######## l2_responder_flat ########
l2_responder_flat/closeup.png
Scale bar: 10 µm. Window x 113 to 138, y 25 to 50 µm. Cells in grey, sequential cells in the stronger grey; small squares are vias.
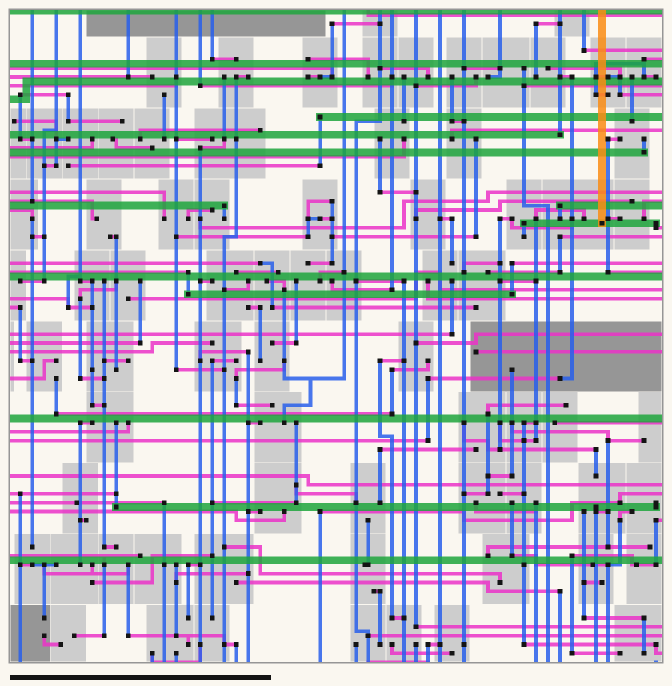

===== src/rtl/l2_pkg.sv =====
// Shared definitions for the L2 responder: line geometry and read FSM encoding.
package l2_pkg;

  localparam int unsigned LINE_W   = 27;
  localparam int unsigned LINE_OFF = 5;

  typedef enum logic [2:0] {
    R_IDLE,
    R_HAZARD,
    R_WAIT,
    R_ACK,
    R_COOL
  } rd_state_e;

  // Line address of a byte address.
  function automatic logic [LINE_W-1:0] addr2line(input logic [31:0] a);
    return a[31:LINE_OFF];
  endfunction

endpackage


===== src/rtl/l2_responder_if.sv =====
// Request/response and memory-drain signals between L1 controller, L2 responder and memory.
interface l2_responder_if;
  import l2_pkg::*;

  logic              read_l2;
  logic              write_l2;
  logic [31:0]       addr;
  logic              l2_ack;
  logic              mem_wr_valid;
  logic [LINE_W-1:0] mem_wr_line;
  logic              mem_wr_ready;
  logic              wb_full;
  logic              wb_empty;
  logic              wb_err;

  // Requester / memory side.
  modport master (
    output read_l2, write_l2, addr, mem_wr_ready,
    input  l2_ack, mem_wr_valid, mem_wr_line, wb_full, wb_empty, wb_err
  );

  // Responder side.
  modport slave (
    input  read_l2, write_l2, addr, mem_wr_ready,
    output l2_ack, mem_wr_valid, mem_wr_line, wb_full, wb_empty, wb_err
  );

endinterface


===== src/rtl/line_fifo.sv =====
// Circular FIFO of line addresses; exposes every slot for hazard comparison.
module line_fifo #(
  parameter int unsigned Depth = 4,
  parameter int unsigned Width = 27
) (
  input  logic                   clk_i,
  input  logic                   rst_i,
  input  logic                   push_i,
  input  logic [Width-1:0]       push_data_i,
  input  logic                   pop_i,
  output logic                   full_o,
  output logic                   empty_o,
  output logic [Width-1:0]       head_o,
  output logic [Depth-1:0]       ent_valid_o,
  output logic [Depth*Width-1:0] ent_line_o
);

  localparam int unsigned PtrW = (Depth > 1) ? $clog2(Depth) : 1;

  logic [Width-1:0] mem_q [Depth];
  logic [Width-1:0] mem_d [Depth];
  logic [Depth-1:0] vld_q, vld_d;
  logic [PtrW-1:0]  wr_q, wr_d, rd_q, rd_d;
  logic [PtrW:0]    cnt_q, cnt_d;
  logic             do_push, do_pop;

  assign full_o  = (cnt_q == (PtrW+1)'(Depth));
  assign empty_o = (cnt_q == '0);

  // Pointer/count update; a pop frees a slot for a same-cycle push when full.
  always_comb begin
    mem_d   = mem_q;
    vld_d   = vld_q;
    wr_d    = wr_q;
    rd_d    = rd_q;
    do_pop  = pop_i && !empty_o;
    do_push = push_i && (!full_o || do_pop);
    // Pop before push so a full-and-popping push into the same slot stays valid.
    if (do_pop) begin
      vld_d[rd_q] = 1'b0;
      rd_d        = rd_q + PtrW'(1);
    end
    if (do_push) begin
      mem_d[wr_q] = push_data_i;
      vld_d[wr_q] = 1'b1;
      wr_d        = wr_q + PtrW'(1);
    end
    cnt_d = cnt_q + (PtrW+1)'(do_push) - (PtrW+1)'(do_pop);
  end

  // Storage and pointer registers.
  always_ff @(posedge clk_i or posedge rst_i) begin
    if (rst_i) begin
      for (int i = 0; i < Depth; i++) mem_q[i] <= '0;
      vld_q <= '0;
      wr_q  <= '0;
      rd_q  <= '0;
      cnt_q <= '0;
    end else begin
      mem_q <= mem_d;
      vld_q <= vld_d;
      wr_q  <= wr_d;
      rd_q  <= rd_d;
      cnt_q <= cnt_d;
    end
  end

  // Head and flattened per-slot views.
  always_comb begin
    head_o      = empty_o ? '0 : mem_q[rd_q];
    ent_valid_o = vld_q;
    ent_line_o  = '0;
    for (int i = 0; i < Depth; i++) ent_line_o[i*Width +: Width] = mem_q[i];
  end

endmodule


===== src/rtl/l2_responder.sv =====
// L2 responder: captures write-buffer bursts into a line FIFO and answers fills
// after a fixed latency, holding off reads that hit a buffered or in-flight line.
module l2_responder
  import l2_pkg::*;
#(
  parameter int unsigned READ_LAT   = 4,
  parameter int unsigned WB_BEATS   = 8,
  parameter int unsigned FIFO_DEPTH = 4
) (
  input  logic           clk,
  input  logic           reset,
  l2_responder_if.slave  bus
);

  localparam int unsigned BeatW = $clog2(WB_BEATS);
  localparam int unsigned LatW  = $clog2(READ_LAT);

  logic [BeatW-1:0]  beat_q, beat_d;
  logic [LINE_W-1:0] cap_line_q, cap_line_d;
  logic              wb_err_q, wb_err_d;
  rd_state_e         state_q, state_d;
  logic [LatW-1:0]   lat_q, lat_d;
  logic [LINE_W-1:0] rd_line_q, rd_line_d;
  logic              l2_ack_q, l2_ack_d;

  logic                         push, short_burst;
  logic                         fifo_full, fifo_empty, fifo_pop;
  logic [LINE_W-1:0]            fifo_head;
  logic [FIFO_DEPTH-1:0]        ent_valid;
  logic [FIFO_DEPTH*LINE_W-1:0] ent_line;
  logic [LINE_W-1:0]            cmp_line;
  logic                         hazard;

  assign fifo_pop = !fifo_empty && bus.mem_wr_ready;

  line_fifo #(
    .Depth (FIFO_DEPTH),
    .Width (LINE_W)
  ) u_fifo (
    .clk_i       (clk),
    .rst_i       (reset),
    .push_i      (push),
    .push_data_i (cap_line_q),
    .pop_i       (fifo_pop),
    .full_o      (fifo_full),
    .empty_o     (fifo_empty),
    .head_o      (fifo_head),
    .ent_valid_o (ent_valid),
    .ent_line_o  (ent_line)
  );

  // Burst capture: latch line on first beat, push on last, flag truncated bursts.
  always_comb begin
    beat_d      = beat_q;
    cap_line_d  = cap_line_q;
    push        = 1'b0;
    short_burst = 1'b0;
    if (bus.write_l2) begin
      if (beat_q == '0) cap_line_d = addr2line(bus.addr);
      if (beat_q == BeatW'(WB_BEATS - 1)) begin
        push   = 1'b1;
        beat_d = '0;
      end else begin
        beat_d = beat_q + BeatW'(1);
      end
    end else if (beat_q != '0) begin
      beat_d      = '0;
      short_burst = 1'b1;
    end
    wb_err_d = wb_err_q | short_burst | (push && fifo_full && !fifo_pop);
  end

  // Hazard: requested line matches a buffered entry or the burst being captured.
  always_comb begin
    hazard   = 1'b0;
    cmp_line = (state_q == R_IDLE) ? addr2line(bus.addr) : rd_line_q;
    for (int i = 0; i < FIFO_DEPTH; i++) begin
      if (ent_valid[i] && (ent_line[i*LINE_W +: LINE_W] == cmp_line)) hazard = 1'b1;
    end
    if ((beat_q != '0) && (cap_line_q == cmp_line)) hazard = 1'b1;
    if (bus.write_l2 && (beat_q == '0) && (addr2line(bus.addr) == cmp_line)) hazard = 1'b1;
  end

  // Read FSM next state; ack is registered from the next state.
  always_comb begin
    state_d   = state_q;
    lat_d     = lat_q;
    rd_line_d = rd_line_q;
    unique case (state_q)
      R_IDLE: begin
        if (bus.read_l2) begin
          rd_line_d = addr2line(bus.addr);
          if (hazard) begin
            state_d = R_HAZARD;
          end else begin
            state_d = R_WAIT;
            lat_d   = LatW'(READ_LAT - 1);
          end
        end
      end
      R_HAZARD: begin
        if (!bus.read_l2) begin
          state_d = R_IDLE;
        end else if (!hazard) begin
          state_d = R_WAIT;
          lat_d   = LatW'(READ_LAT - 1);
        end
      end
      R_WAIT: begin
        if (!bus.read_l2)     state_d = R_IDLE;
        else if (lat_q == '0) state_d = R_ACK;
        else                  lat_d   = lat_q - LatW'(1);
      end
      R_ACK:   state_d = R_COOL;
      // Requester drops read_l2 a cycle late; don't restart on it.
      R_COOL:  state_d = R_IDLE;
      default: state_d = R_IDLE;
    endcase
    l2_ack_d = (state_d == R_ACK);
  end

  // State registers.
  always_ff @(posedge clk or posedge reset) begin
    if (reset) begin
      beat_q     <= '0;
      cap_line_q <= '0;
      wb_err_q   <= 1'b0;
      state_q    <= R_IDLE;
      lat_q      <= '0;
      rd_line_q  <= '0;
      l2_ack_q   <= 1'b0;
    end else begin
      beat_q     <= beat_d;
      cap_line_q <= cap_line_d;
      wb_err_q   <= wb_err_d;
      state_q    <= state_d;
      lat_q      <= lat_d;
      rd_line_q  <= rd_line_d;
      l2_ack_q   <= l2_ack_d;
    end
  end

  assign bus.l2_ack       = l2_ack_q;
  assign bus.mem_wr_valid = !fifo_empty;
  assign bus.mem_wr_line  = fifo_head;
  assign bus.wb_full      = fifo_full;
  assign bus.wb_empty     = fifo_empty && (beat_q == '0);
  assign bus.wb_err       = wb_err_q;

endmodule


===== src/flat_wrapper.sv =====
// flat-port wrapper written by rule: the top's interface ports become plain ports
module l2_responder_flat import l2_pkg::*;
#(
  parameter int unsigned READ_LAT   = 4,
  parameter int unsigned WB_BEATS   = 8,
  parameter int unsigned FIFO_DEPTH = 4
)
  (clk, reset, bus_read_l2, bus_write_l2, bus_addr, bus_mem_wr_ready, bus_l2_ack, bus_mem_wr_valid, bus_mem_wr_line, bus_wb_full, bus_wb_empty, bus_wb_err);
  l2_responder_if bus_i ();
  input  logic clk;
  input  logic reset;
  input wire logic [$bits(bus_i.read_l2)-1:0] bus_read_l2;
  input wire logic [$bits(bus_i.write_l2)-1:0] bus_write_l2;
  input wire logic [$bits(bus_i.addr)-1:0] bus_addr;
  input wire logic [$bits(bus_i.mem_wr_ready)-1:0] bus_mem_wr_ready;
  output wire logic [$bits(bus_i.l2_ack)-1:0] bus_l2_ack;
  output wire logic [$bits(bus_i.mem_wr_valid)-1:0] bus_mem_wr_valid;
  output wire logic [$bits(bus_i.mem_wr_line)-1:0] bus_mem_wr_line;
  output wire logic [$bits(bus_i.wb_full)-1:0] bus_wb_full;
  output wire logic [$bits(bus_i.wb_empty)-1:0] bus_wb_empty;
  output wire logic [$bits(bus_i.wb_err)-1:0] bus_wb_err;
  assign bus_i.read_l2 = bus_read_l2;
  assign bus_i.write_l2 = bus_write_l2;
  assign bus_i.addr = bus_addr;
  assign bus_i.mem_wr_ready = bus_mem_wr_ready;
  assign bus_l2_ack = bus_i.l2_ack;
  assign bus_mem_wr_valid = bus_i.mem_wr_valid;
  assign bus_mem_wr_line = bus_i.mem_wr_line;
  assign bus_wb_full = bus_i.wb_full;
  assign bus_wb_empty = bus_i.wb_empty;
  assign bus_wb_err = bus_i.wb_err;
  l2_responder #(.READ_LAT(READ_LAT), .WB_BEATS(WB_BEATS), .FIFO_DEPTH(FIFO_DEPTH)) u_core (.clk(clk), .reset(reset), .bus(bus_i));
endmodule

===== config.mk =====
export PLATFORM = sky130hd
export DESIGN_NAME = l2_responder_flat
export DESIGN_NICKNAME = d
export VERILOG_FILES = /design/src/rtl/l2_pkg.sv /design/src/rtl/l2_responder_if.sv /design/src/rtl/line_fifo.sv /design/src/rtl/l2_responder.sv /design/src/flat_wrapper.sv
export SDC_FILE = /design/constraint.sdc
export NUM_CORES = 1
export LEC_CHECK = 0
export ABC_AREA = 1
export CORE_ASPECT_RATIO = 0.5
export CORE_UTILIZATION = 40
export DETAILED_ROUTE_END_ITERATION = 7
export GPL_ROUTABILITY_DRIVEN = 0
export PLACE_DENSITY = 0.65
export SLEW_MARGIN = 40
export SYNTH_ARGS = -nofsm -noshare
export SYNTH_HDL_FRONTEND = slang
export SYNTH_HIERARCHICAL = 1
export SYNTH_SLANG_ARGS = --single-unit

===== constraint.sdc =====
create_clock -name clk -period 4 [get_ports clk]
set_clock_uncertainty 0.15 [all_clocks]
set_input_delay 0.8 -clock clk [delete_from_list [all_inputs] [get_ports clk]]
set_output_delay 0.8 -clock clk [all_outputs]
set_load 0.1 [all_outputs]

######## spike_rate_encoder ########
`src/rtl/neuro_pkg.sv`:
```
// Shared types and defaults for the rate-coding front end.
package neuro_pkg;

  localparam int NUM_CH     = 8;
  localparam int DATA_W     = 8;
  localparam int DEF_WINDOW = 16;
  localparam int AER_ADDR_W = $clog2(NUM_CH);
  localparam int AER_TICK_W = $clog2(DEF_WINDOW);

  localparam logic [DATA_W-1:0] ACC_INIT = 8'h80;

  typedef enum logic [1:0] {
    IDLE = 2'd0,
    STEP = 2'd1,
    EMIT = 2'd2
  } enc_state_t;

  typedef struct packed {
    logic [AER_ADDR_W-1:0] addr;
    logic [AER_TICK_W-1:0] tick;
  } aer_event_t;

endpackage

```
`src/rtl/spike_serializer.sv`:
```
// Holds one timestep's spike vector and hands it out lowest channel first over valid/ready.
// Output is registered state: valid/addr stay put until accepted; a load replaces the vector.
module spike_serializer #(
  parameter int NUM_CH = 8,
  parameter int ADDR_W = $clog2(NUM_CH)
) (
  input  logic              clk,
  input  logic              rst,
  input  logic              load_en,
  input  logic [NUM_CH-1:0] load_vec,
  input  logic              aer_ready,
  output logic              aer_valid,
  output logic [ADDR_W-1:0] aer_addr,
  output logic              ev_accept,
  output logic              ev_last
);

  logic [NUM_CH-1:0] vec_q, vec_d;
  logic [NUM_CH-1:0] low_onehot;
  logic [ADDR_W-1:0] low_idx;

  // Two's-complement trick isolates the lowest set bit.
  assign low_onehot = vec_q & (~vec_q + NUM_CH'(1));

  always_comb begin
    low_idx = '0;
    for (int i = NUM_CH - 1; i >= 0; i--) begin
      if (vec_q[i]) low_idx = ADDR_W'(i);
    end
  end

  assign aer_valid = |vec_q;
  assign aer_addr  = low_idx;
  assign ev_accept = aer_valid && aer_ready;
  assign ev_last   = ~|(vec_q & ~low_onehot);

  always_comb begin
    vec_d = vec_q;
    if (load_en)        vec_d = load_vec;
    else if (ev_accept) vec_d = vec_q & ~low_onehot;
  end

  always_ff @(posedge clk) begin
    if (rst) vec_q <= '0;
    else     vec_q <= vec_d;
  end

endmodule

```
`src/rtl/spike_rate_encoder.sv`:
```
// Rate-codes a frame of intensities into AER spike events via per-channel phase accumulators.
// Optional ENCODER_STATS_EN adds a saturating accepted-event counter output (event_count).
module spike_rate_encoder #(
  parameter  int NUM_CH = neuro_pkg::NUM_CH,
  parameter  int DATA_W = neuro_pkg::DATA_W,
  parameter  int WINDOW = 16,
  localparam int TS_W   = $clog2(WINDOW),
  localparam int ADDR_W = $clog2(NUM_CH)
) (
  input  logic                     clk,
  input  logic                     rst,
  input  logic [NUM_CH*DATA_W-1:0] sample_data,
  input  logic                     sample_valid,
  output logic                     sample_ready,
  output logic                     aer_valid,
  input  logic                     aer_ready,
  output logic [ADDR_W-1:0]        aer_addr,
  output logic [TS_W-1:0]          aer_tick,
  output logic                     busy,
  output logic                     frame_done
`ifdef ENCODER_STATS_EN
  ,
  output logic [31:0]              event_count
`endif
);

  import neuro_pkg::*;

  enc_state_t state_q, state_d;

  logic [NUM_CH-1:0][DATA_W-1:0] intens_q, intens_d;
  logic [NUM_CH-1:0][DATA_W-1:0] acc_q, acc_d, acc_next;
  logic [NUM_CH-1:0][DATA_W:0]   sum_w;
  logic [NUM_CH-1:0]             spike_vec;
  logic [TS_W-1:0]               tick_q, tick_d;
  logic                          frame_done_q, frame_done_d;
  logic                          tick_last;
  logic                          load_en;
  logic                          ev_accept, ev_last;
  logic [ADDR_W-1:0]             ev_addr;
  aer_event_t                    aer_evt;

  assign tick_last = (tick_q == TS_W'(WINDOW - 1));

  // Carry out of the phase accumulator is the spike.
  always_comb begin
    sum_w     = '0;
    spike_vec = '0;
    acc_next  = acc_q;
    for (int i = 0; i < NUM_CH; i++) begin
      sum_w[i]     = {1'b0, acc_q[i]} + {1'b0, intens_q[i]};
      spike_vec[i] = sum_w[i][DATA_W];
      acc_next[i]  = sum_w[i][DATA_W-1:0];
    end
  end

  always_ff @(posedge clk) begin
    if (rst) state_q <= IDLE;
    else     state_q <= state_d;
  end

  always_comb begin
    state_d = state_q;
    case (state_q)
      IDLE: if (sample_valid) state_d = STEP;
      STEP: begin
        if (|spike_vec)     state_d = EMIT;
        else if (tick_last) state_d = IDLE;
      end
      EMIT: begin
        if (ev_accept && ev_last) state_d = tick_last ? IDLE : STEP;
      end
      default: state_d = IDLE;
    endcase
  end

  always_comb begin
    sample_ready = (state_q == IDLE);
    busy         = (state_q != IDLE);
    load_en      = (state_q == STEP);
  end

  always_comb begin
    intens_d     = intens_q;
    acc_d        = acc_q;
    tick_d       = tick_q;
    frame_done_d = (state_q != IDLE) && (state_d == IDLE);
    case (state_q)
      IDLE: begin
        if (sample_valid) begin
          intens_d = sample_data;
          acc_d    = {NUM_CH{ACC_INIT}};
          tick_d   = '0;
        end
      end
      STEP: begin
        acc_d = acc_next;
        if (!(|spike_vec)) tick_d = tick_q + TS_W'(1);
      end
      EMIT: begin
        if (ev_accept && ev_last) tick_d = tick_q + TS_W'(1);
      end
      default: ;
    endcase
  end

  always_ff @(posedge clk) begin
    if (rst) begin
      intens_q     <= '0;
      acc_q        <= {NUM_CH{ACC_INIT}};
      tick_q       <= '0;
      frame_done_q <= 1'b0;
    end else begin
      intens_q     <= intens_d;
      acc_q        <= acc_d;
      tick_q       <= tick_d;
      frame_done_q <= frame_done_d;
    end
  end

  spike_serializer #(
    .NUM_CH (NUM_CH),
    .ADDR_W (ADDR_W)
  ) u_serializer (
    .clk       (clk),
    .rst       (rst),
    .load_en   (load_en),
    .load_vec  (spike_vec),
    .aer_ready (aer_ready),
    .aer_valid (aer_valid),
    .aer_addr  (ev_addr),
    .ev_accept (ev_accept),
    .ev_last   (ev_last)
  );

  always_comb begin
    aer_evt.addr = ev_addr;
    aer_evt.tick = tick_q;
  end

  assign aer_addr   = aer_evt.addr;
  assign aer_tick   = aer_evt.tick;
  assign frame_done = frame_done_q;

`ifdef ENCODER_STATS_EN
  logic [31:0] event_count_q, event_count_d;

  always_comb begin
    event_count_d = event_count_q;
    if (ev_accept && (event_count_q != 32'hFFFF_FFFF)) event_count_d = event_count_q + 32'd1;
  end

  always_ff @(posedge clk) begin
    if (rst) event_count_q <= '0;
    else     event_count_q <= event_count_d;
  end

  assign event_count = event_count_q;
`endif

endmodule
```
`config.mk`:
```
export PLATFORM = sky130hd
export DESIGN_NAME = spike_rate_encoder
export DESIGN_NICKNAME = d
export VERILOG_FILES = /design/src/rtl/neuro_pkg.sv /design/src/rtl/spike_serializer.sv /design/src/rtl/spike_rate_encoder.sv
export SDC_FILE = /design/constraint.sdc
export NUM_CORES = 1
export LEC_CHECK = 0
export CORE_ASPECT_RATIO = 1.5
export CORE_MARGIN = 5
export CORE_UTILIZATION = 58
export CTS_CLUSTER_DIAMETER = 100
export DETAILED_ROUTE_END_ITERATION = 10
export MAX_ROUTING_LAYER = met4
export PLACE_DENSITY = 0.81
export SLEW_MARGIN = 20
export SYNTH_ARGS = -nofsm -noshare
export SYNTH_HDL_FRONTEND = slang
export SYNTH_SLANG_ARGS = --single-unit
```
`constraint.sdc`:
```
create_clock -name clk -period 3.1 [get_ports clk]
set_clock_uncertainty 0.05 [all_clocks]
set_input_delay 0.62 -clock clk [delete_from_list [all_inputs] [get_ports clk]]
set_output_delay 0.62 -clock clk [all_outputs]
set_load 0.05 [all_outputs]
```
######## led_matrix_pwm ########
--- src/rtl/led_matrix_pkg.sv ---
// Shared types, defaults and width helper for the row-multiplexed LED matrix driver.
// Imported by the scan timer and the matrix top.
package led_matrix_pkg;

  typedef enum logic {ST_BLANK, ST_SCAN} state_t;

  localparam int DEF_ROWS         = 4;
  localparam int DEF_COLS         = 4;
  localparam int DEF_BRIGHT_W     = 4;
  localparam int DEF_PRESCALE     = 256;
  localparam int DEF_DEAD_CYCLES  = 8;
  localparam int DEF_BLINK_FRAMES = 1464;

  // Bits needed to hold 0..n-1, never less than one.
  function automatic int cw(input int n);
    int w;
    w = 1;
    while ((1 << w) < n) w = w + 1;
    return w;
  endfunction

endpackage

--- src/rtl/led_matrix_pwm_scan_timer.sv ---
// Scan sequencing: dead-time blank, PWM slot scan, row rotation and frame count.
// Boundary is the last SCAN cycle of the last row.
module led_matrix_pwm_scan_timer
  import led_matrix_pkg::*;
#(
  parameter int ROWS         = DEF_ROWS,
  parameter int BRIGHT_W     = DEF_BRIGHT_W,
  parameter int PRESCALE     = DEF_PRESCALE,
  parameter int DEAD_CYCLES  = DEF_DEAD_CYCLES,
  parameter int BLINK_FRAMES = DEF_BLINK_FRAMES,
  localparam int RW = cw(ROWS)
) (
  input  logic                clk,
  input  logic                reset,
  output state_t              o_state,
  output logic [RW-1:0]       o_row,
  output logic [BRIGHT_W-1:0] o_slot,
  output logic                o_boundary,
  output logic                o_blink_wrap
);

  localparam int PW = cw(PRESCALE);
  localparam int DW = cw(DEAD_CYCLES);
  localparam int FW = cw(BLINK_FRAMES);

  state_t              r_state;
  logic [RW-1:0]       r_row;
  logic [BRIGHT_W-1:0] r_slot;
  logic [PW-1:0]       r_pre;
  logic [DW-1:0]       r_dead;
  logic [FW-1:0]       r_frame;

  logic w_pre_last;
  logic w_scan_last;
  logic w_row_last;
  logic w_dead_last;

  assign w_pre_last   = r_pre == PW'(PRESCALE - 1);
  assign w_dead_last  = r_dead == DW'(DEAD_CYCLES - 1);
  assign w_row_last   = r_row == RW'(ROWS - 1);
  assign w_scan_last  = (r_state == ST_SCAN) && w_pre_last
                        && (r_slot == '1);
  assign o_boundary   = w_scan_last && w_row_last;
  assign o_blink_wrap = o_boundary
                        && (r_frame == FW'(BLINK_FRAMES - 1));

  assign o_state = r_state;
  assign o_row   = r_row;
  assign o_slot  = r_slot;

  always_ff @(posedge clk) begin
    if (reset) begin
      r_state <= ST_BLANK;
      r_row   <= '0;
      r_slot  <= '0;
      r_pre   <= '0;
      r_dead  <= '0;
      r_frame <= '0;
    end else begin
      unique case (r_state)
        ST_BLANK: begin
          if (w_dead_last) begin
            r_dead  <= '0;
            r_state <= ST_SCAN;
          end else begin
            r_dead <= r_dead + DW'(1);
          end
        end
        ST_SCAN: begin
          if (w_pre_last) begin
            r_pre  <= '0;
            r_slot <= r_slot + BRIGHT_W'(1);
          end else begin
            r_pre <= r_pre + PW'(1);
          end
          if (w_scan_last) begin
            r_state <= ST_BLANK;
            r_row   <= w_row_last ? '0 : r_row + RW'(1);
          end
        end
        default: r_state <= ST_BLANK;
      endcase
      if (o_boundary) begin
        r_frame <= (r_frame == FW'(BLINK_FRAMES - 1))
                   ? '0 : r_frame + FW'(1);
      end
    end
  end

endmodule

--- src/rtl/led_matrix_pwm.sv ---
// Row-multiplexed LED matrix driver with per-LED PWM brightness and blink,
// double-buffered so a whole new image lands on a frame boundary.
module led_matrix_pwm
  import led_matrix_pkg::*;
#(
  parameter int ROWS         = DEF_ROWS,
  parameter int COLS         = DEF_COLS,
  parameter int BRIGHT_W     = DEF_BRIGHT_W,
  parameter int PRESCALE     = DEF_PRESCALE,
  parameter int DEAD_CYCLES  = DEF_DEAD_CYCLES,
  parameter int BLINK_FRAMES = DEF_BLINK_FRAMES,
  localparam int N  = ROWS * COLS,
  localparam int AW = cw(N)
) (
  input  logic              clk,
  input  logic              reset,
  input  logic              wr_en,
  input  logic [AW-1:0]     wr_addr,
  input  logic [BRIGHT_W:0] wr_data,
  input  logic              commit,
  output logic              commit_pending,
  output logic [ROWS-1:0]   aled,
  output logic [COLS-1:0]   kled_oe,
  output logic              frame_sync,
  output logic              blink_phase
);

  localparam int RW = cw(ROWS);

  state_t              w_state;
  logic [RW-1:0]       w_row;
  logic [BRIGHT_W-1:0] w_slot;
  logic                w_boundary;
  logic                w_blink_wrap;
  logic                w_wr_ok;
  logic [COLS-1:0]     w_kled;
  logic [AW-1:0]       w_idx;
  logic [BRIGHT_W:0]   w_ent;

  logic [BRIGHT_W:0]   r_shadow [N];
  logic [BRIGHT_W:0]   r_active [N];
  logic                r_pending;
  logic                r_phase;
  logic [ROWS-1:0]     r_aled;
  logic [COLS-1:0]     r_kled;
  logic                r_fs;

  led_matrix_pwm_scan_timer #(
    .ROWS        (ROWS),
    .BRIGHT_W    (BRIGHT_W),
    .PRESCALE    (PRESCALE),
    .DEAD_CYCLES (DEAD_CYCLES),
    .BLINK_FRAMES(BLINK_FRAMES)
  ) u_timer (
    .clk         (clk),
    .reset       (reset),
    .o_state     (w_state),
    .o_row       (w_row),
    .o_slot      (w_slot),
    .o_boundary  (w_boundary),
    .o_blink_wrap(w_blink_wrap)
  );

  assign w_wr_ok = wr_en && (int'(wr_addr) < N);

  // Blink-flagged LEDs are masked while the blink phase is low.
  always_comb begin
    w_kled = '0;
    w_idx  = '0;
    w_ent  = '0;
    for (int c = 0; c < COLS; c++) begin
      w_idx = AW'(int'(w_row) * COLS + c);
      w_ent = r_active[w_idx];
      w_kled[c] = (w_state == ST_SCAN)
                  && (w_ent[BRIGHT_W-1:0] > w_slot)
                  && !(w_ent[BRIGHT_W] && !r_phase);
    end
  end

  always_ff @(posedge clk) begin
    if (reset) begin
      r_aled    <= '0;
      r_kled    <= '0;
      r_fs      <= 1'b0;
      r_pending <= 1'b0;
      r_phase   <= 1'b1;
      for (int i = 0; i < N; i++) begin
        r_shadow[i] <= '0;
        r_active[i] <= '0;
      end
    end else begin
      r_aled    <= (w_state == ST_SCAN)
                   ? (ROWS'(1) << w_row) : '0;
      r_kled    <= w_kled;
      r_fs      <= w_boundary;
      r_pending <= (r_pending && !w_boundary) || commit;
      if (w_boundary && r_pending) begin
        for (int i = 0; i < N; i++) r_active[i] <= r_shadow[i];
      end
      if (w_wr_ok) r_shadow[wr_addr] <= wr_data;
      if (w_blink_wrap) r_phase <= !r_phase;
    end
  end

  assign aled           = r_aled;
  assign kled_oe        = r_kled;
  assign frame_sync     = r_fs;
  assign commit_pending = r_pending;
  assign blink_phase    = r_phase;

endmodule

--- config.mk ---
export PLATFORM = sky130hd
export DESIGN_NAME = led_matrix_pwm
export DESIGN_NICKNAME = d
export VERILOG_FILES = /design/src/rtl/led_matrix_pkg.sv /design/src/rtl/led_matrix_pwm_scan_timer.sv /design/src/rtl/led_matrix_pwm.sv
export SDC_FILE = /design/constraint.sdc
export NUM_CORES = 1
export LEC_CHECK = 0
export CAP_MARGIN = 40
export CORE_UTILIZATION = 47
export DETAILED_ROUTE_END_ITERATION = 8
export PLACE_DENSITY = 0.66
export SETUP_SLACK_MARGIN = 0.02
export SLEW_MARGIN = 40
export SYNTH_ARGS = -nofsm -noshare
export SYNTH_HDL_FRONTEND = slang
export SYNTH_SLANG_ARGS = --single-unit
export TNS_END_PERCENT = 5
--- constraint.sdc ---
create_clock -name clk -period 3.2 [get_ports clk]
set_input_delay 0.48 -clock clk [delete_from_list [all_inputs] [get_ports clk]]
set_output_delay 0.48 -clock clk [all_outputs]
set_load 0.05 [all_outputs]
######## rf_wb_arbiter ########
[src/rtl/rf_wb_arbiter.sv]
// rf_wb_arbiter
// Shares the single write port of the RV32I integer register file between
// three producers. The producers are ALU/CSR writeback, load data returning
// from the LSU, and the debug write port. ALU writeback has fixed top
// priority. LSU returns wait in a small in-order FIFO. The FIFO head and
// debug writes alternate through a 1-bit round-robin pointer. An optional
// load scoreboard flags RAW/WAW hazards for the decode stage.
//
// Optional feature macro: RF_ARB_SCOREBOARD_EN
//   defined   -> busy vector, hazard and sb_err are active
//   undefined -> hazard = 0, sb_err = 0, ld_issue/ld_issue_rd ignored
//
// Parameter:
//   LSU_FIFO_DEPTH  LSU return buffer entries (power of 2, 2..8)
// Ports:
//   clk, rst                       clock, asynchronous active-high reset
//   alu_wr_en/rd/data              ALU writeback (rd 0 ignored)
//   lsu_ret_valid/ready/rd/data    load return into the FIFO
//   dbg_wr_valid/ready/rd/data     debug write; ready = granted this cycle
//   ld_issue, ld_issue_rd          load issued (marks rd busy)
//   chk_rs1, chk_rs2, chk_rd       decode operands checked for hazards
//   hazard                         some checked operand has a pending load
//   sb_err                         sticky: ALU wrote a register with a pending load
//   rf_we, rf_waddr, rf_wdata      register file write port
//   lsu_fifo_level                 current FIFO occupancy
module rf_wb_arbiter #(
  parameter int LSU_FIFO_DEPTH = 2
) (
  input  logic        clk,
  input  logic        rst,
  input  logic        alu_wr_en,
  input  logic [4:0]  alu_wr_rd,
  input  logic [31:0] alu_wr_data,
  input  logic        lsu_ret_valid,
  output logic        lsu_ret_ready,
  input  logic [4:0]  lsu_ret_rd,
  input  logic [31:0] lsu_ret_data,
  input  logic        dbg_wr_valid,
  output logic        dbg_wr_ready,
  input  logic [4:0]  dbg_wr_rd,
  input  logic [31:0] dbg_wr_data,
  input  logic        ld_issue,
  input  logic [4:0]  ld_issue_rd,
  input  logic [4:0]  chk_rs1,
  input  logic [4:0]  chk_rs2,
  input  logic [4:0]  chk_rd,
  output logic        hazard,
  output logic        sb_err,
  output logic        rf_we,
  output logic [4:0]  rf_waddr,
  output logic [31:0] rf_wdata,
  output logic [3:0]  lsu_fifo_level
);

  localparam int PW = $clog2(LSU_FIFO_DEPTH);

  if (LSU_FIFO_DEPTH < 2 || LSU_FIFO_DEPTH > 8 ||
      (LSU_FIFO_DEPTH & (LSU_FIFO_DEPTH - 1)) != 0) begin : g_bad_depth
    $error("LSU_FIFO_DEPTH must be a power of 2 in 2..8");
  end

  typedef enum logic {
    FAV_LSU = 1'b0,
    FAV_DBG = 1'b1
  } rr_e;

  typedef struct packed {
    logic [4:0]  rd;
    logic [31:0] data;
  } lsu_entry_t;

  lsu_entry_t       mem [LSU_FIFO_DEPTH];
  logic [PW-1:0]    wr_ptr;
  logic [PW-1:0]    rd_ptr;
  logic [3:0]       level;
  rr_e              rr_q;
  rr_e              rr_d;

  logic             full;
  logic             empty;
  logic             push;
  logic             pop;
  logic             lsu_wr;     // FIFO head actually written to the RF
  logic             alu_valid;
  lsu_entry_t       head;

  assign full           = (level == 4'(LSU_FIFO_DEPTH));
  assign empty          = (level == 4'd0);
  assign lsu_ret_ready  = !full;
  assign push           = lsu_ret_valid && lsu_ret_ready;
  assign head           = mem[rd_ptr];
  assign alu_valid      = alu_wr_en && (alu_wr_rd != 5'd0);
  assign lsu_fifo_level = level;

  // Grant logic. Everything here is gated off while rst is high so the RF
  // port and the debug handshake stay quiet during reset.
  // NOTE: every output of this block is defaulted first; a path that skips
  // an assignment would otherwise infer a latch.
  always_comb begin
    rf_we        = 1'b0;
    rf_waddr     = 5'd0;
    rf_wdata     = 32'd0;
    dbg_wr_ready = 1'b0;
    pop          = 1'b0;
    lsu_wr       = 1'b0;
    rr_d         = rr_q;
    if (!rst) begin
      if (alu_valid) begin
        rf_we    = 1'b1;
        rf_waddr = alu_wr_rd;
        rf_wdata = alu_wr_data;
      end else if (!empty && (!dbg_wr_valid || rr_q == FAV_LSU)) begin
        pop = 1'b1;
        // An x0 entry is drained without a write and without a turn change.
        if (head.rd != 5'd0) begin
          rf_we    = 1'b1;
          rf_waddr = head.rd;
          rf_wdata = head.data;
          lsu_wr   = 1'b1;
          rr_d     = FAV_DBG;
        end
      end else if (dbg_wr_valid) begin
        dbg_wr_ready = 1'b1;
        if (dbg_wr_rd != 5'd0) begin
          rf_we    = 1'b1;
          rf_waddr = dbg_wr_rd;
          rf_wdata = dbg_wr_data;
          rr_d     = FAV_LSU;
        end
      end
    end
  end

  // NOTE: state registers use non-blocking assignments so every flop samples
  // pre-edge values regardless of block evaluation order.
  always_ff @(posedge clk or posedge rst) begin
    if (rst) begin
      wr_ptr <= '0;
      rd_ptr <= '0;
      level  <= 4'd0;
      rr_q   <= FAV_LSU;
    end else begin
      if (push) wr_ptr <= wr_ptr + 1'b1;
      if (pop)  rd_ptr <= rd_ptr + 1'b1;
      level <= level + 4'(push) - 4'(pop);
      rr_q  <= rr_d;
    end
  end

  // NOTE: the storage array has no reset; entries are only read when the
  // level says they are valid, so resetting it would buy nothing.
  always_ff @(posedge clk) begin
    if (push) mem[wr_ptr] <= '{rd: lsu_ret_rd, data: lsu_ret_data};
  end

`ifdef RF_ARB_SCOREBOARD_EN
  logic [31:0] busy;
  logic [31:0] busy_d;
  logic        sb_err_q;

  // Clear first, then set, so an issue to the same rd in the cycle its
  // older load retires leaves the register busy.
  always_comb begin
    busy_d = busy;
    if (lsu_wr) busy_d[head.rd] = 1'b0;
    if (ld_issue && ld_issue_rd != 5'd0) busy_d[ld_issue_rd] = 1'b1;
    busy_d[0] = 1'b0;
  end

  always_ff @(posedge clk or posedge rst) begin
    if (rst) begin
      busy     <= 32'd0;
      sb_err_q <= 1'b0;
    end else begin
      busy <= busy_d;
      if (alu_valid && busy[alu_wr_rd]) sb_err_q <= 1'b1;
    end
  end

  assign hazard = busy[chk_rs1] | busy[chk_rs2] | busy[chk_rd];
  assign sb_err = sb_err_q;
`else
  logic unused_sb_inputs;
  assign unused_sb_inputs = ^{ld_issue, ld_issue_rd, chk_rs1, chk_rs2, chk_rd};
  assign hazard = 1'b0;
  assign sb_err = 1'b0;
`endif

endmodule

[config.mk]
export PLATFORM = sky130hd
export DESIGN_NAME = rf_wb_arbiter
export DESIGN_NICKNAME = d
export VERILOG_FILES = /design/src/rtl/rf_wb_arbiter.sv
export SDC_FILE = /design/constraint.sdc
export NUM_CORES = 1
export LEC_CHECK = 0
export CORE_MARGIN = 4
export CORE_UTILIZATION = 40
export CTS_BUF_LIST = sky130_fd_sc_hd__clkbuf_8
export DETAILED_ROUTE_END_ITERATION = 10
export GPL_ROUTABILITY_DRIVEN = 1
export GPL_TIMING_DRIVEN = 0
export PLACE_DENSITY = 0.77
export SETUP_SLACK_MARGIN = 0.5
export SLEW_MARGIN = 20
export SYNTH_ARGS = -nofsm -noshare
export SYNTH_HDL_FRONTEND = slang
export SYNTH_SLANG_ARGS = --single-unit
[constraint.sdc]
create_clock -name clk -period 7.9 [get_ports clk]
set_input_delay 0.79 -clock clk [delete_from_list [all_inputs] [get_ports clk]]
set_output_delay 0.79 -clock clk [all_outputs]
set_load 0.01 [all_outputs]
l2_responder_flat/placed.png
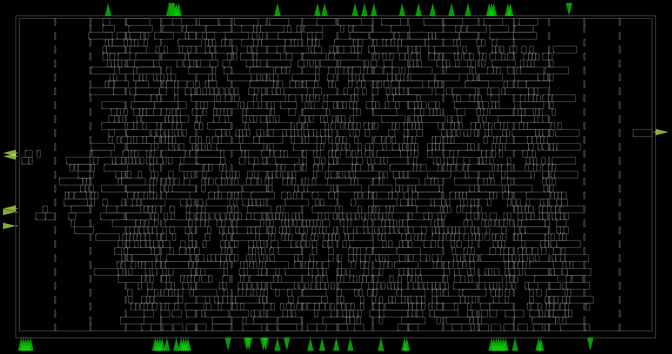
final sequential cell count: 183
fraction of area in registers: 32.8%

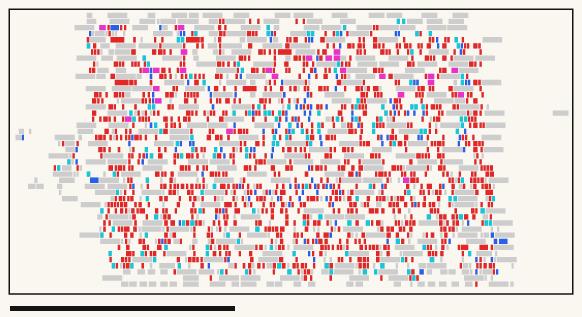
l2_responder_flat/gates.png
Scale bar: 100 µm.
- xor and xnor cells: magenta (cells 24; most used xor2_1)
- nor cells: blue (cells 144; most used nor2_1)
- nand cells: red (cells 1079; most used nand2_1)
- aoi and oai cells: cyan (cells 149; most used o21ai_0)

## Picture notes: l2_responder_flat/closeup.png
- M1: magenta
- M2: blue
- M3: green
- M4: orange
- most frequent: nand2_1 (30), nand3_1 (15)
- sequential cells in the window: 1
- cells with their middle in the window: 69
- netlist names of flops here include: `u_core/cap_line_q` (1)

==> results.json, l2_responder_flat <==
{
  "cp-endpoint": "bus_mem_wr_line[19]",
  "hold_viol_final": 0,
  "r2r_setup_slack_ps": 800,
  "r2r-end": "u_core/lat_q[1]$_DFFE_PP0P_",
  "wl_met3_um": 4490,
  "end_kind": "primary output",
  "final_util_pct": 46.1,
  "drive_gt1_share_pct": 6.06,
  "top_logic_kind": "simple AND/OR/NAND/NOR gates",
  "cts_sinks": 183,
  "combGateArea_mm2": 0.00646,
  "crit_required_ps": 3050,
  "outcome": "complete, no violations",
  "internal-power_uw": 4380,
  "critical_path.startpoint": "u_core/u_fifo/rd_q[0]$_DFFE_PP0N_",
  "ir_drop_v": 0.000316,
  "gr-total-overflow": 0,
  "edf_count": 0,
  "netlist.area_leader.share_pct": 37.1,
  "viasPerCell": 5.50,
  "drt_iter0_markers": 1759,
  "ys_types": 31,
  "synth_async_sr_flop_share_pct": 100,
  "mux_area_share_pct": 0,
  "clk-power_uw": 1570,
  "worst_pin_slew_ps": 718,
  "antenna_found_initial": 0,
  "flop_cell": "dfrtp_1",
  "hpwl_um": 30800,
  "synth_area_leader_cell": "dfrtp_1",
  "nets": 1953,
  "top_layer": "met4",
  "ys_sh_xor_pct": 1.71,
  "finalCriticalPeriod_ps": 3610,
  "cts_resized": 0,
  "final_cell_mix": "nand2_1, inv_1, dfrtp_1, nand3_1, nor2_1",
  "report.final.slew_viol_count": 0
}
[l2_responder_flat: flip-flops by register name, summed over array words and instances (netlist names)]
| name | cells |
|---|---|
| u_core/cap_line_q | 27 |
| u_core/bus.wb_err | 1 |
| u_core/bus.l2_ack | 1 |
| u_core/rd_line_q | 27 |
| u_core/u_fifo/ent_line_o | 108 |
| u_core/u_fifo/wr_q | 2 |
| u_core/u_fifo/rd_q | 2 |
| u_core/u_fifo/ent_valid_o | 4 |
| u_core/state_q | 3 |
| u_core/u_fifo/cnt_q | 3 |
| u_core/lat_q | 2 |
| u_core/beat_q | 3 |
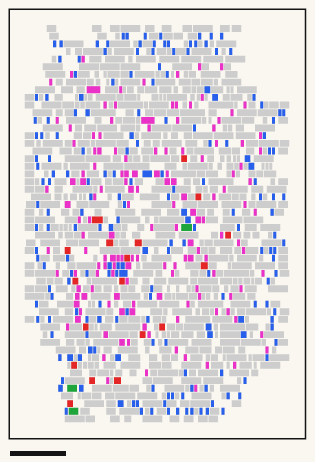
spike_rate_encoder/gates.png
Scale bar: 20 µm.
- and/or cells: red (cells 18; most used and3_1)
- mux cells: green (cells 3; most used mux2i_1)
- nand cells: blue (cells 193; most used nand2_1; where widely spread)
- nor cells: magenta (cells 145; most used nor2_1)

==> results.json, spike_rate_encoder <==
{
  "yosys_cells": 971,
  "p_total_uw": 5270,
  "cts_hold_buf": 0,
  "lay_top_count": "nand2_1",
  "grt.busiest_layer": "met2",
  "io-pin-count": 79,
  "gr-total-overflow": 0,
  "synth_async_sr_flop_share_pct": 0,
  "crit_path_start_kind": "flop",
  "area_delta_synth_final_pct": 19.0,
  "cts_tree": "built",
  "switching_share_pct": 33.0,
  "buffers": 93,
  "cpPeakStageDelay_ps": 720,
  "p_leak_uw": 0.00381,
  "cts.htree.levels": 4,
  "pwr-share-comb_pct": 25.8,
  "seq_area_mm2": 0.00286,
  "min_period_over_period_pct": 97.8,
  "power_switching_uw": 1740,
  "outcome": "complete, no violations",
  "drt-wirelength-per-cell_um": 14.9,
  "mux_area_share_pct": 0.401,
  "clk_latency_ps": 420,
  "whs_ps": 407,
  "hold_class": "flop to flop",
  "syn_area_mm2": 0.00781,
  "post-cts-setup-buffers": 0
}
[spike_rate_encoder: worst paths after layout]
kind | from | end | cells past startpoint
setup / recovery | u_serializer.vec_q[0]$_SDFFE_PP0P_ | aer_valid | 4
hold / removal | acc_q[58]$_SDFFE_PP0P_ | acc_q[58]$_SDFFE_PP0P_ | 2
setup reg to reg | intens_q[16]$_SDFFE_PP0P_ | aer_tick[3]$_SDFFE_PP0P_ | 10
hold reg to reg | acc_q[58]$_SDFFE_PP0P_ | acc_q[58]$_SDFFE_PP0P_ | 2
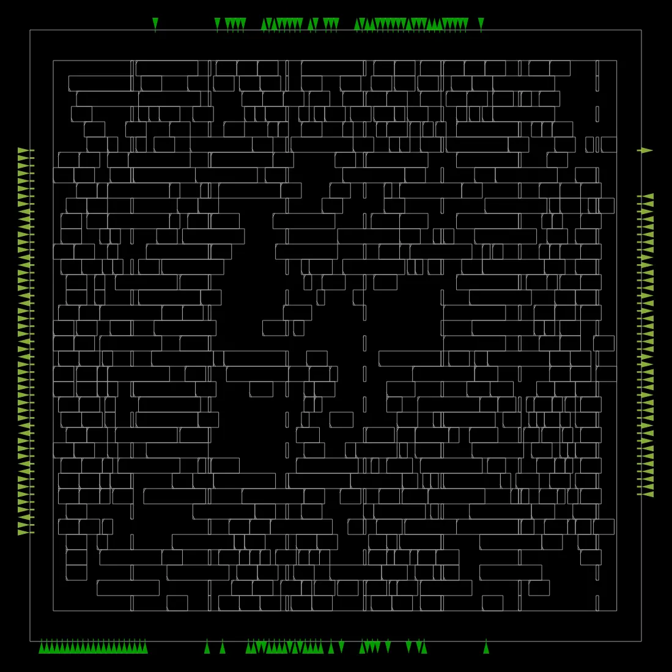
rf_wb_arbiter/placed.png
final sequential cell count: 81
fraction of area in registers: 39.5%
post-layout util: 61.8%
number of cell rows: 36

==> results.json, rf_wb_arbiter <==
{
  "min-delay-start": "wr_ptr$_DFFE_PP0N_",
  "seq_power_share_pct": 37.2,
  "yosys.stat.seqShare_pct": 59.0,
  "syn_inst": 307,
  "combGateArea_mm2": 0.00146,
  "io-pin-count": 183,
  "worst_ep_arrival_time_ps": 3320,
  "post-cts-setup-buffers": 0,
  "hpwl_um": 8460,
  "r2r_setup_slack_ps": 5310,
  "wl_met3_um": 926,
  "drt_iter0_markers": 174,
  "max_freq_mhz": 243,
  "hold_class": "flop to flop",
  "internal-power_uw": 1120,
  "chip_area_mm2": 0.0118,
  "cts_max_path_buffers": 2,
  "wl_met1_um": 4630,
  "nets": 622,
  "cts_tree": "built",
  "outcome": "complete, no violations",
  "comb-power_uw": 765,
  "layout.nonclk_buf_share_pct": 30.0,
  "p_per_area_mw_per_mm2": 277,
  "flop_cell": "edfxtp_1",
  "simple_gate_share_pct": 4.31,
  "cts_resized": 0,
  "compound_area_share_pct": 18.8,
  "crit_cells": 7,
  "final_cell_area_mm2": 0.00607,
  "pre_cts_slack_ps": 3810,
  "report.final.slew_viol_count": 0,
  "rsz0062_at_grt": "no",
  "grt.met2_usage_pct": 34.2,
  "cpPeakStageDelay_ps": 580,
  "critPathMaxFanout": 10,
  "place_area_mm2": 0.00588,
  "antenna_found_initial": 0,
  "p_leak_uw": 0.00220,
  "clock_cell_area_share_pct": 3.15,
  "reg2reg_from": "lsu_fifo_level[2]$_DFF_PP0_",
  "seq_area_mm2": 0.00240,
  "drive_gt1_share_pct": 9.30,
  "synth_area_leader_cell": "edfxtp_1",
  "hold_viol_final": 0,
  "switching_share_pct": 33.6,
  "largest_reg_flops": 74,
  "whs_ps": 551,
  "port_buffers": 158,
  "drt-wirelength-per-cell_um": 18.4,
  "netlist.area_leader.share_pct": 54.7,
  "pwr-share-clk_pct": 17.3,
  "fin_ws_ps": 3790
}
rf_wb_arbiter: synthesized netlist by cell type, types with 2 or more instances:
library cell / number
xor2_1: 2
buf_4: 2
mux2i_1: 32
o21a_1: 2
nand2_1: 3
dfrtp_1: 7
mux2_2: 5
and3_1: 2
edfxtp_1: 74
ha_1: 5
o21ai_0: 2
a221oi_1: 5
a32o_1: 32
xnor2_1: 2
nor3_1: 5
a21oi_1: 65
nor2_1: 9
inv_1: 9
buf_2: 8
clkbuf_1: 10
buf_6: 8
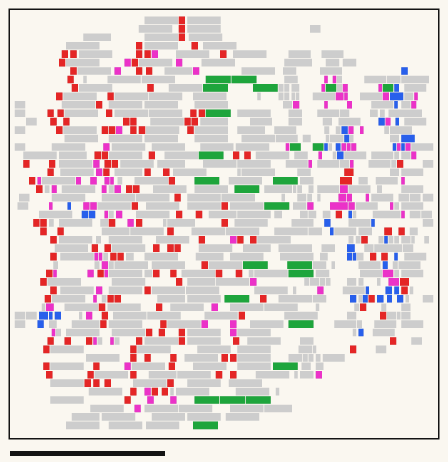
led_matrix_pwm/gates.png
Scale bar: 50 µm.
- and/or cells: red (cells 150; most used and2_1; where widely spread)
- mux cells: green (cells 24; most used mux4_2)
- nor cells: magenta (cells 87; most used nor2b_1)
- nand cells: blue (cells 40; most used nand2_1)

==> results.json, led_matrix_pwm <==
{
  "outcome": "complete, no violations",
  "mux_area_share_pct": 5.64,
  "critical_path.startpoint": "blink_phase$_SDFFE_PP1P_",
  "flop-count": 202,
  "cts_sinks": 202,
  "whs_ps": 486,
  "grtUsageTotal_pct": 17.6,
  "simple_gate_share_pct": 18.9,
  "topCellsByArea": "edfxtp_1, dfxtp_1, and2_1",
  "syn_inst": 647,
  "tns_ps": 0,
  "cts_buffers": 22,
  "drive_gt1_share_pct": 10.6,
  "post-cts-setup-buffers": 0,
  "path_cells": "clkdlybuf4s50_1",
  "cts.htree.levels": 1,
  "seq_power_share_pct": 51.6,
  "place_area_mm2": 0.00918,
  "ys_types": 39,
  "cts_hold_buf": 0,
  "ys_area_mm2": 0.00869,
  "final_cell_mix": "edfxtp_1, and2_1, dfxtp_1, nor2b_1, nor2_1",
  "clk-power_uw": 2600,
  "synth_async_sr_flop_share_pct": 0,
  "die_h_um": 138,
  "die_x_um": 138,
  "hpwl_um": 11300,
  "netlist.area_leader.share_pct": 55.3,
  "warnings": 26,
  "p_total_uw": 5790,
  "layout.nonclk_buf_share_pct": 3.15,
  "finalCriticalPeriod_ps": 2340,
  "wl_met3_um": 735,
  "yosys_cells": 647,
  "drt-wirelength-per-cell_um": 18.1,
  "port_buffers": 23,
  "met2WireLength_um": 7610,
  "ys_sh_xor_pct": 0.907,
  "cts_root_buf": "clkbuf_16",
  "cts_tree": "built",
  "crit_type": "flop to primary output",
  "switching_share_pct": 19.7,
  "chip_area_mm2": 0.0190,
  "top_power_group": "registers",
  "max_freq_mhz": 427,
  "rsz0062_at_grt": "no",
  "worst_ep_arrival_time_ps": 1860,
  "pwr-share-clk_pct": 45.0,
  "holdPathEnd": "u_timer.r_frame[1]$_SDFFE_PP0P_",
  "relSlewSlack_pct": 51.1,
  "use_met3_pct": 2.70,
  "worstRegToRegCells": 7,
  "seq_area_mm2": 0.00565,
  "detail-route-antenna-nets": 0,
  "final_cell_area_mm2": 0.00993,
  "sh_seq_area_pct": 56.9,
  "p_leak_uw": 0.00347,
  "cp-endpoint": "blink_phase",
  "comb_area_share_pct": 28.6,
  "core-area_mm2": 0.0180,
  "cp_top_family": "buffers and inverters",
  "clk_latency_ps": 490,
  "grt.busiest_layer": "met2",
  "pre_cts_slack_ps": 686
}
## led_matrix_pwm: flip-flops by register name (all words and copies together) (netlist names), named ones only
name / flops
u_timer.r_pre: 8
u_timer.o_slot: 4
commit_pending: 1
aled: 4
u_timer.r_frame: 11
u_timer.o_row: 2
blink_phase: 1
r_active: 80
r_shadow: 80
frame_sync: 1
u_timer.r_dead: 3
u_timer.o_state: 1
kled_oe: 4


==> layout pictures side by side <==
Clock distribution.
panel A
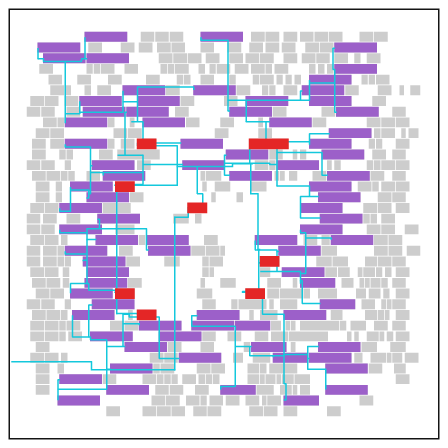
panel B
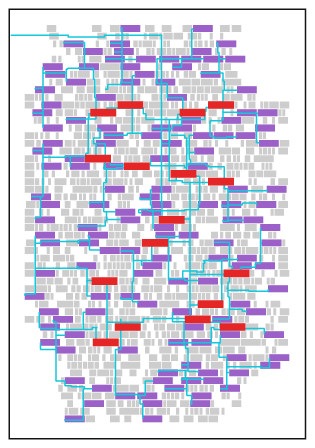
panel C
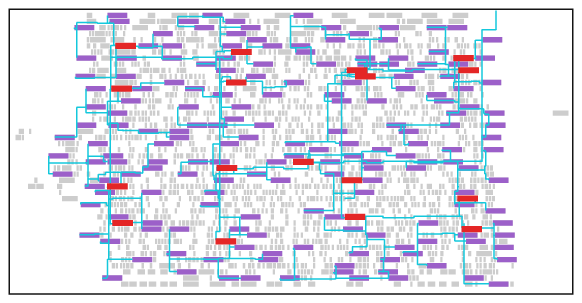
panel D
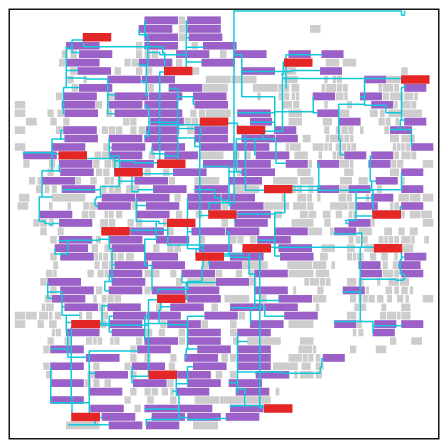
l2_responder_flat: panel C
rf_wb_arbiter: panel A
led_matrix_pwm: panel D
spike_rate_encoder: panel B
- fewest sequential cells: panel A

Key to panel B:
- flip-flops: purple (count 143)
- clock-net drivers: red (count 17)
- clock wires: cyan (length 1820 µm)
- flops lie: widely spread

No activity file was given, so power comes from the tool's default toggle rates.
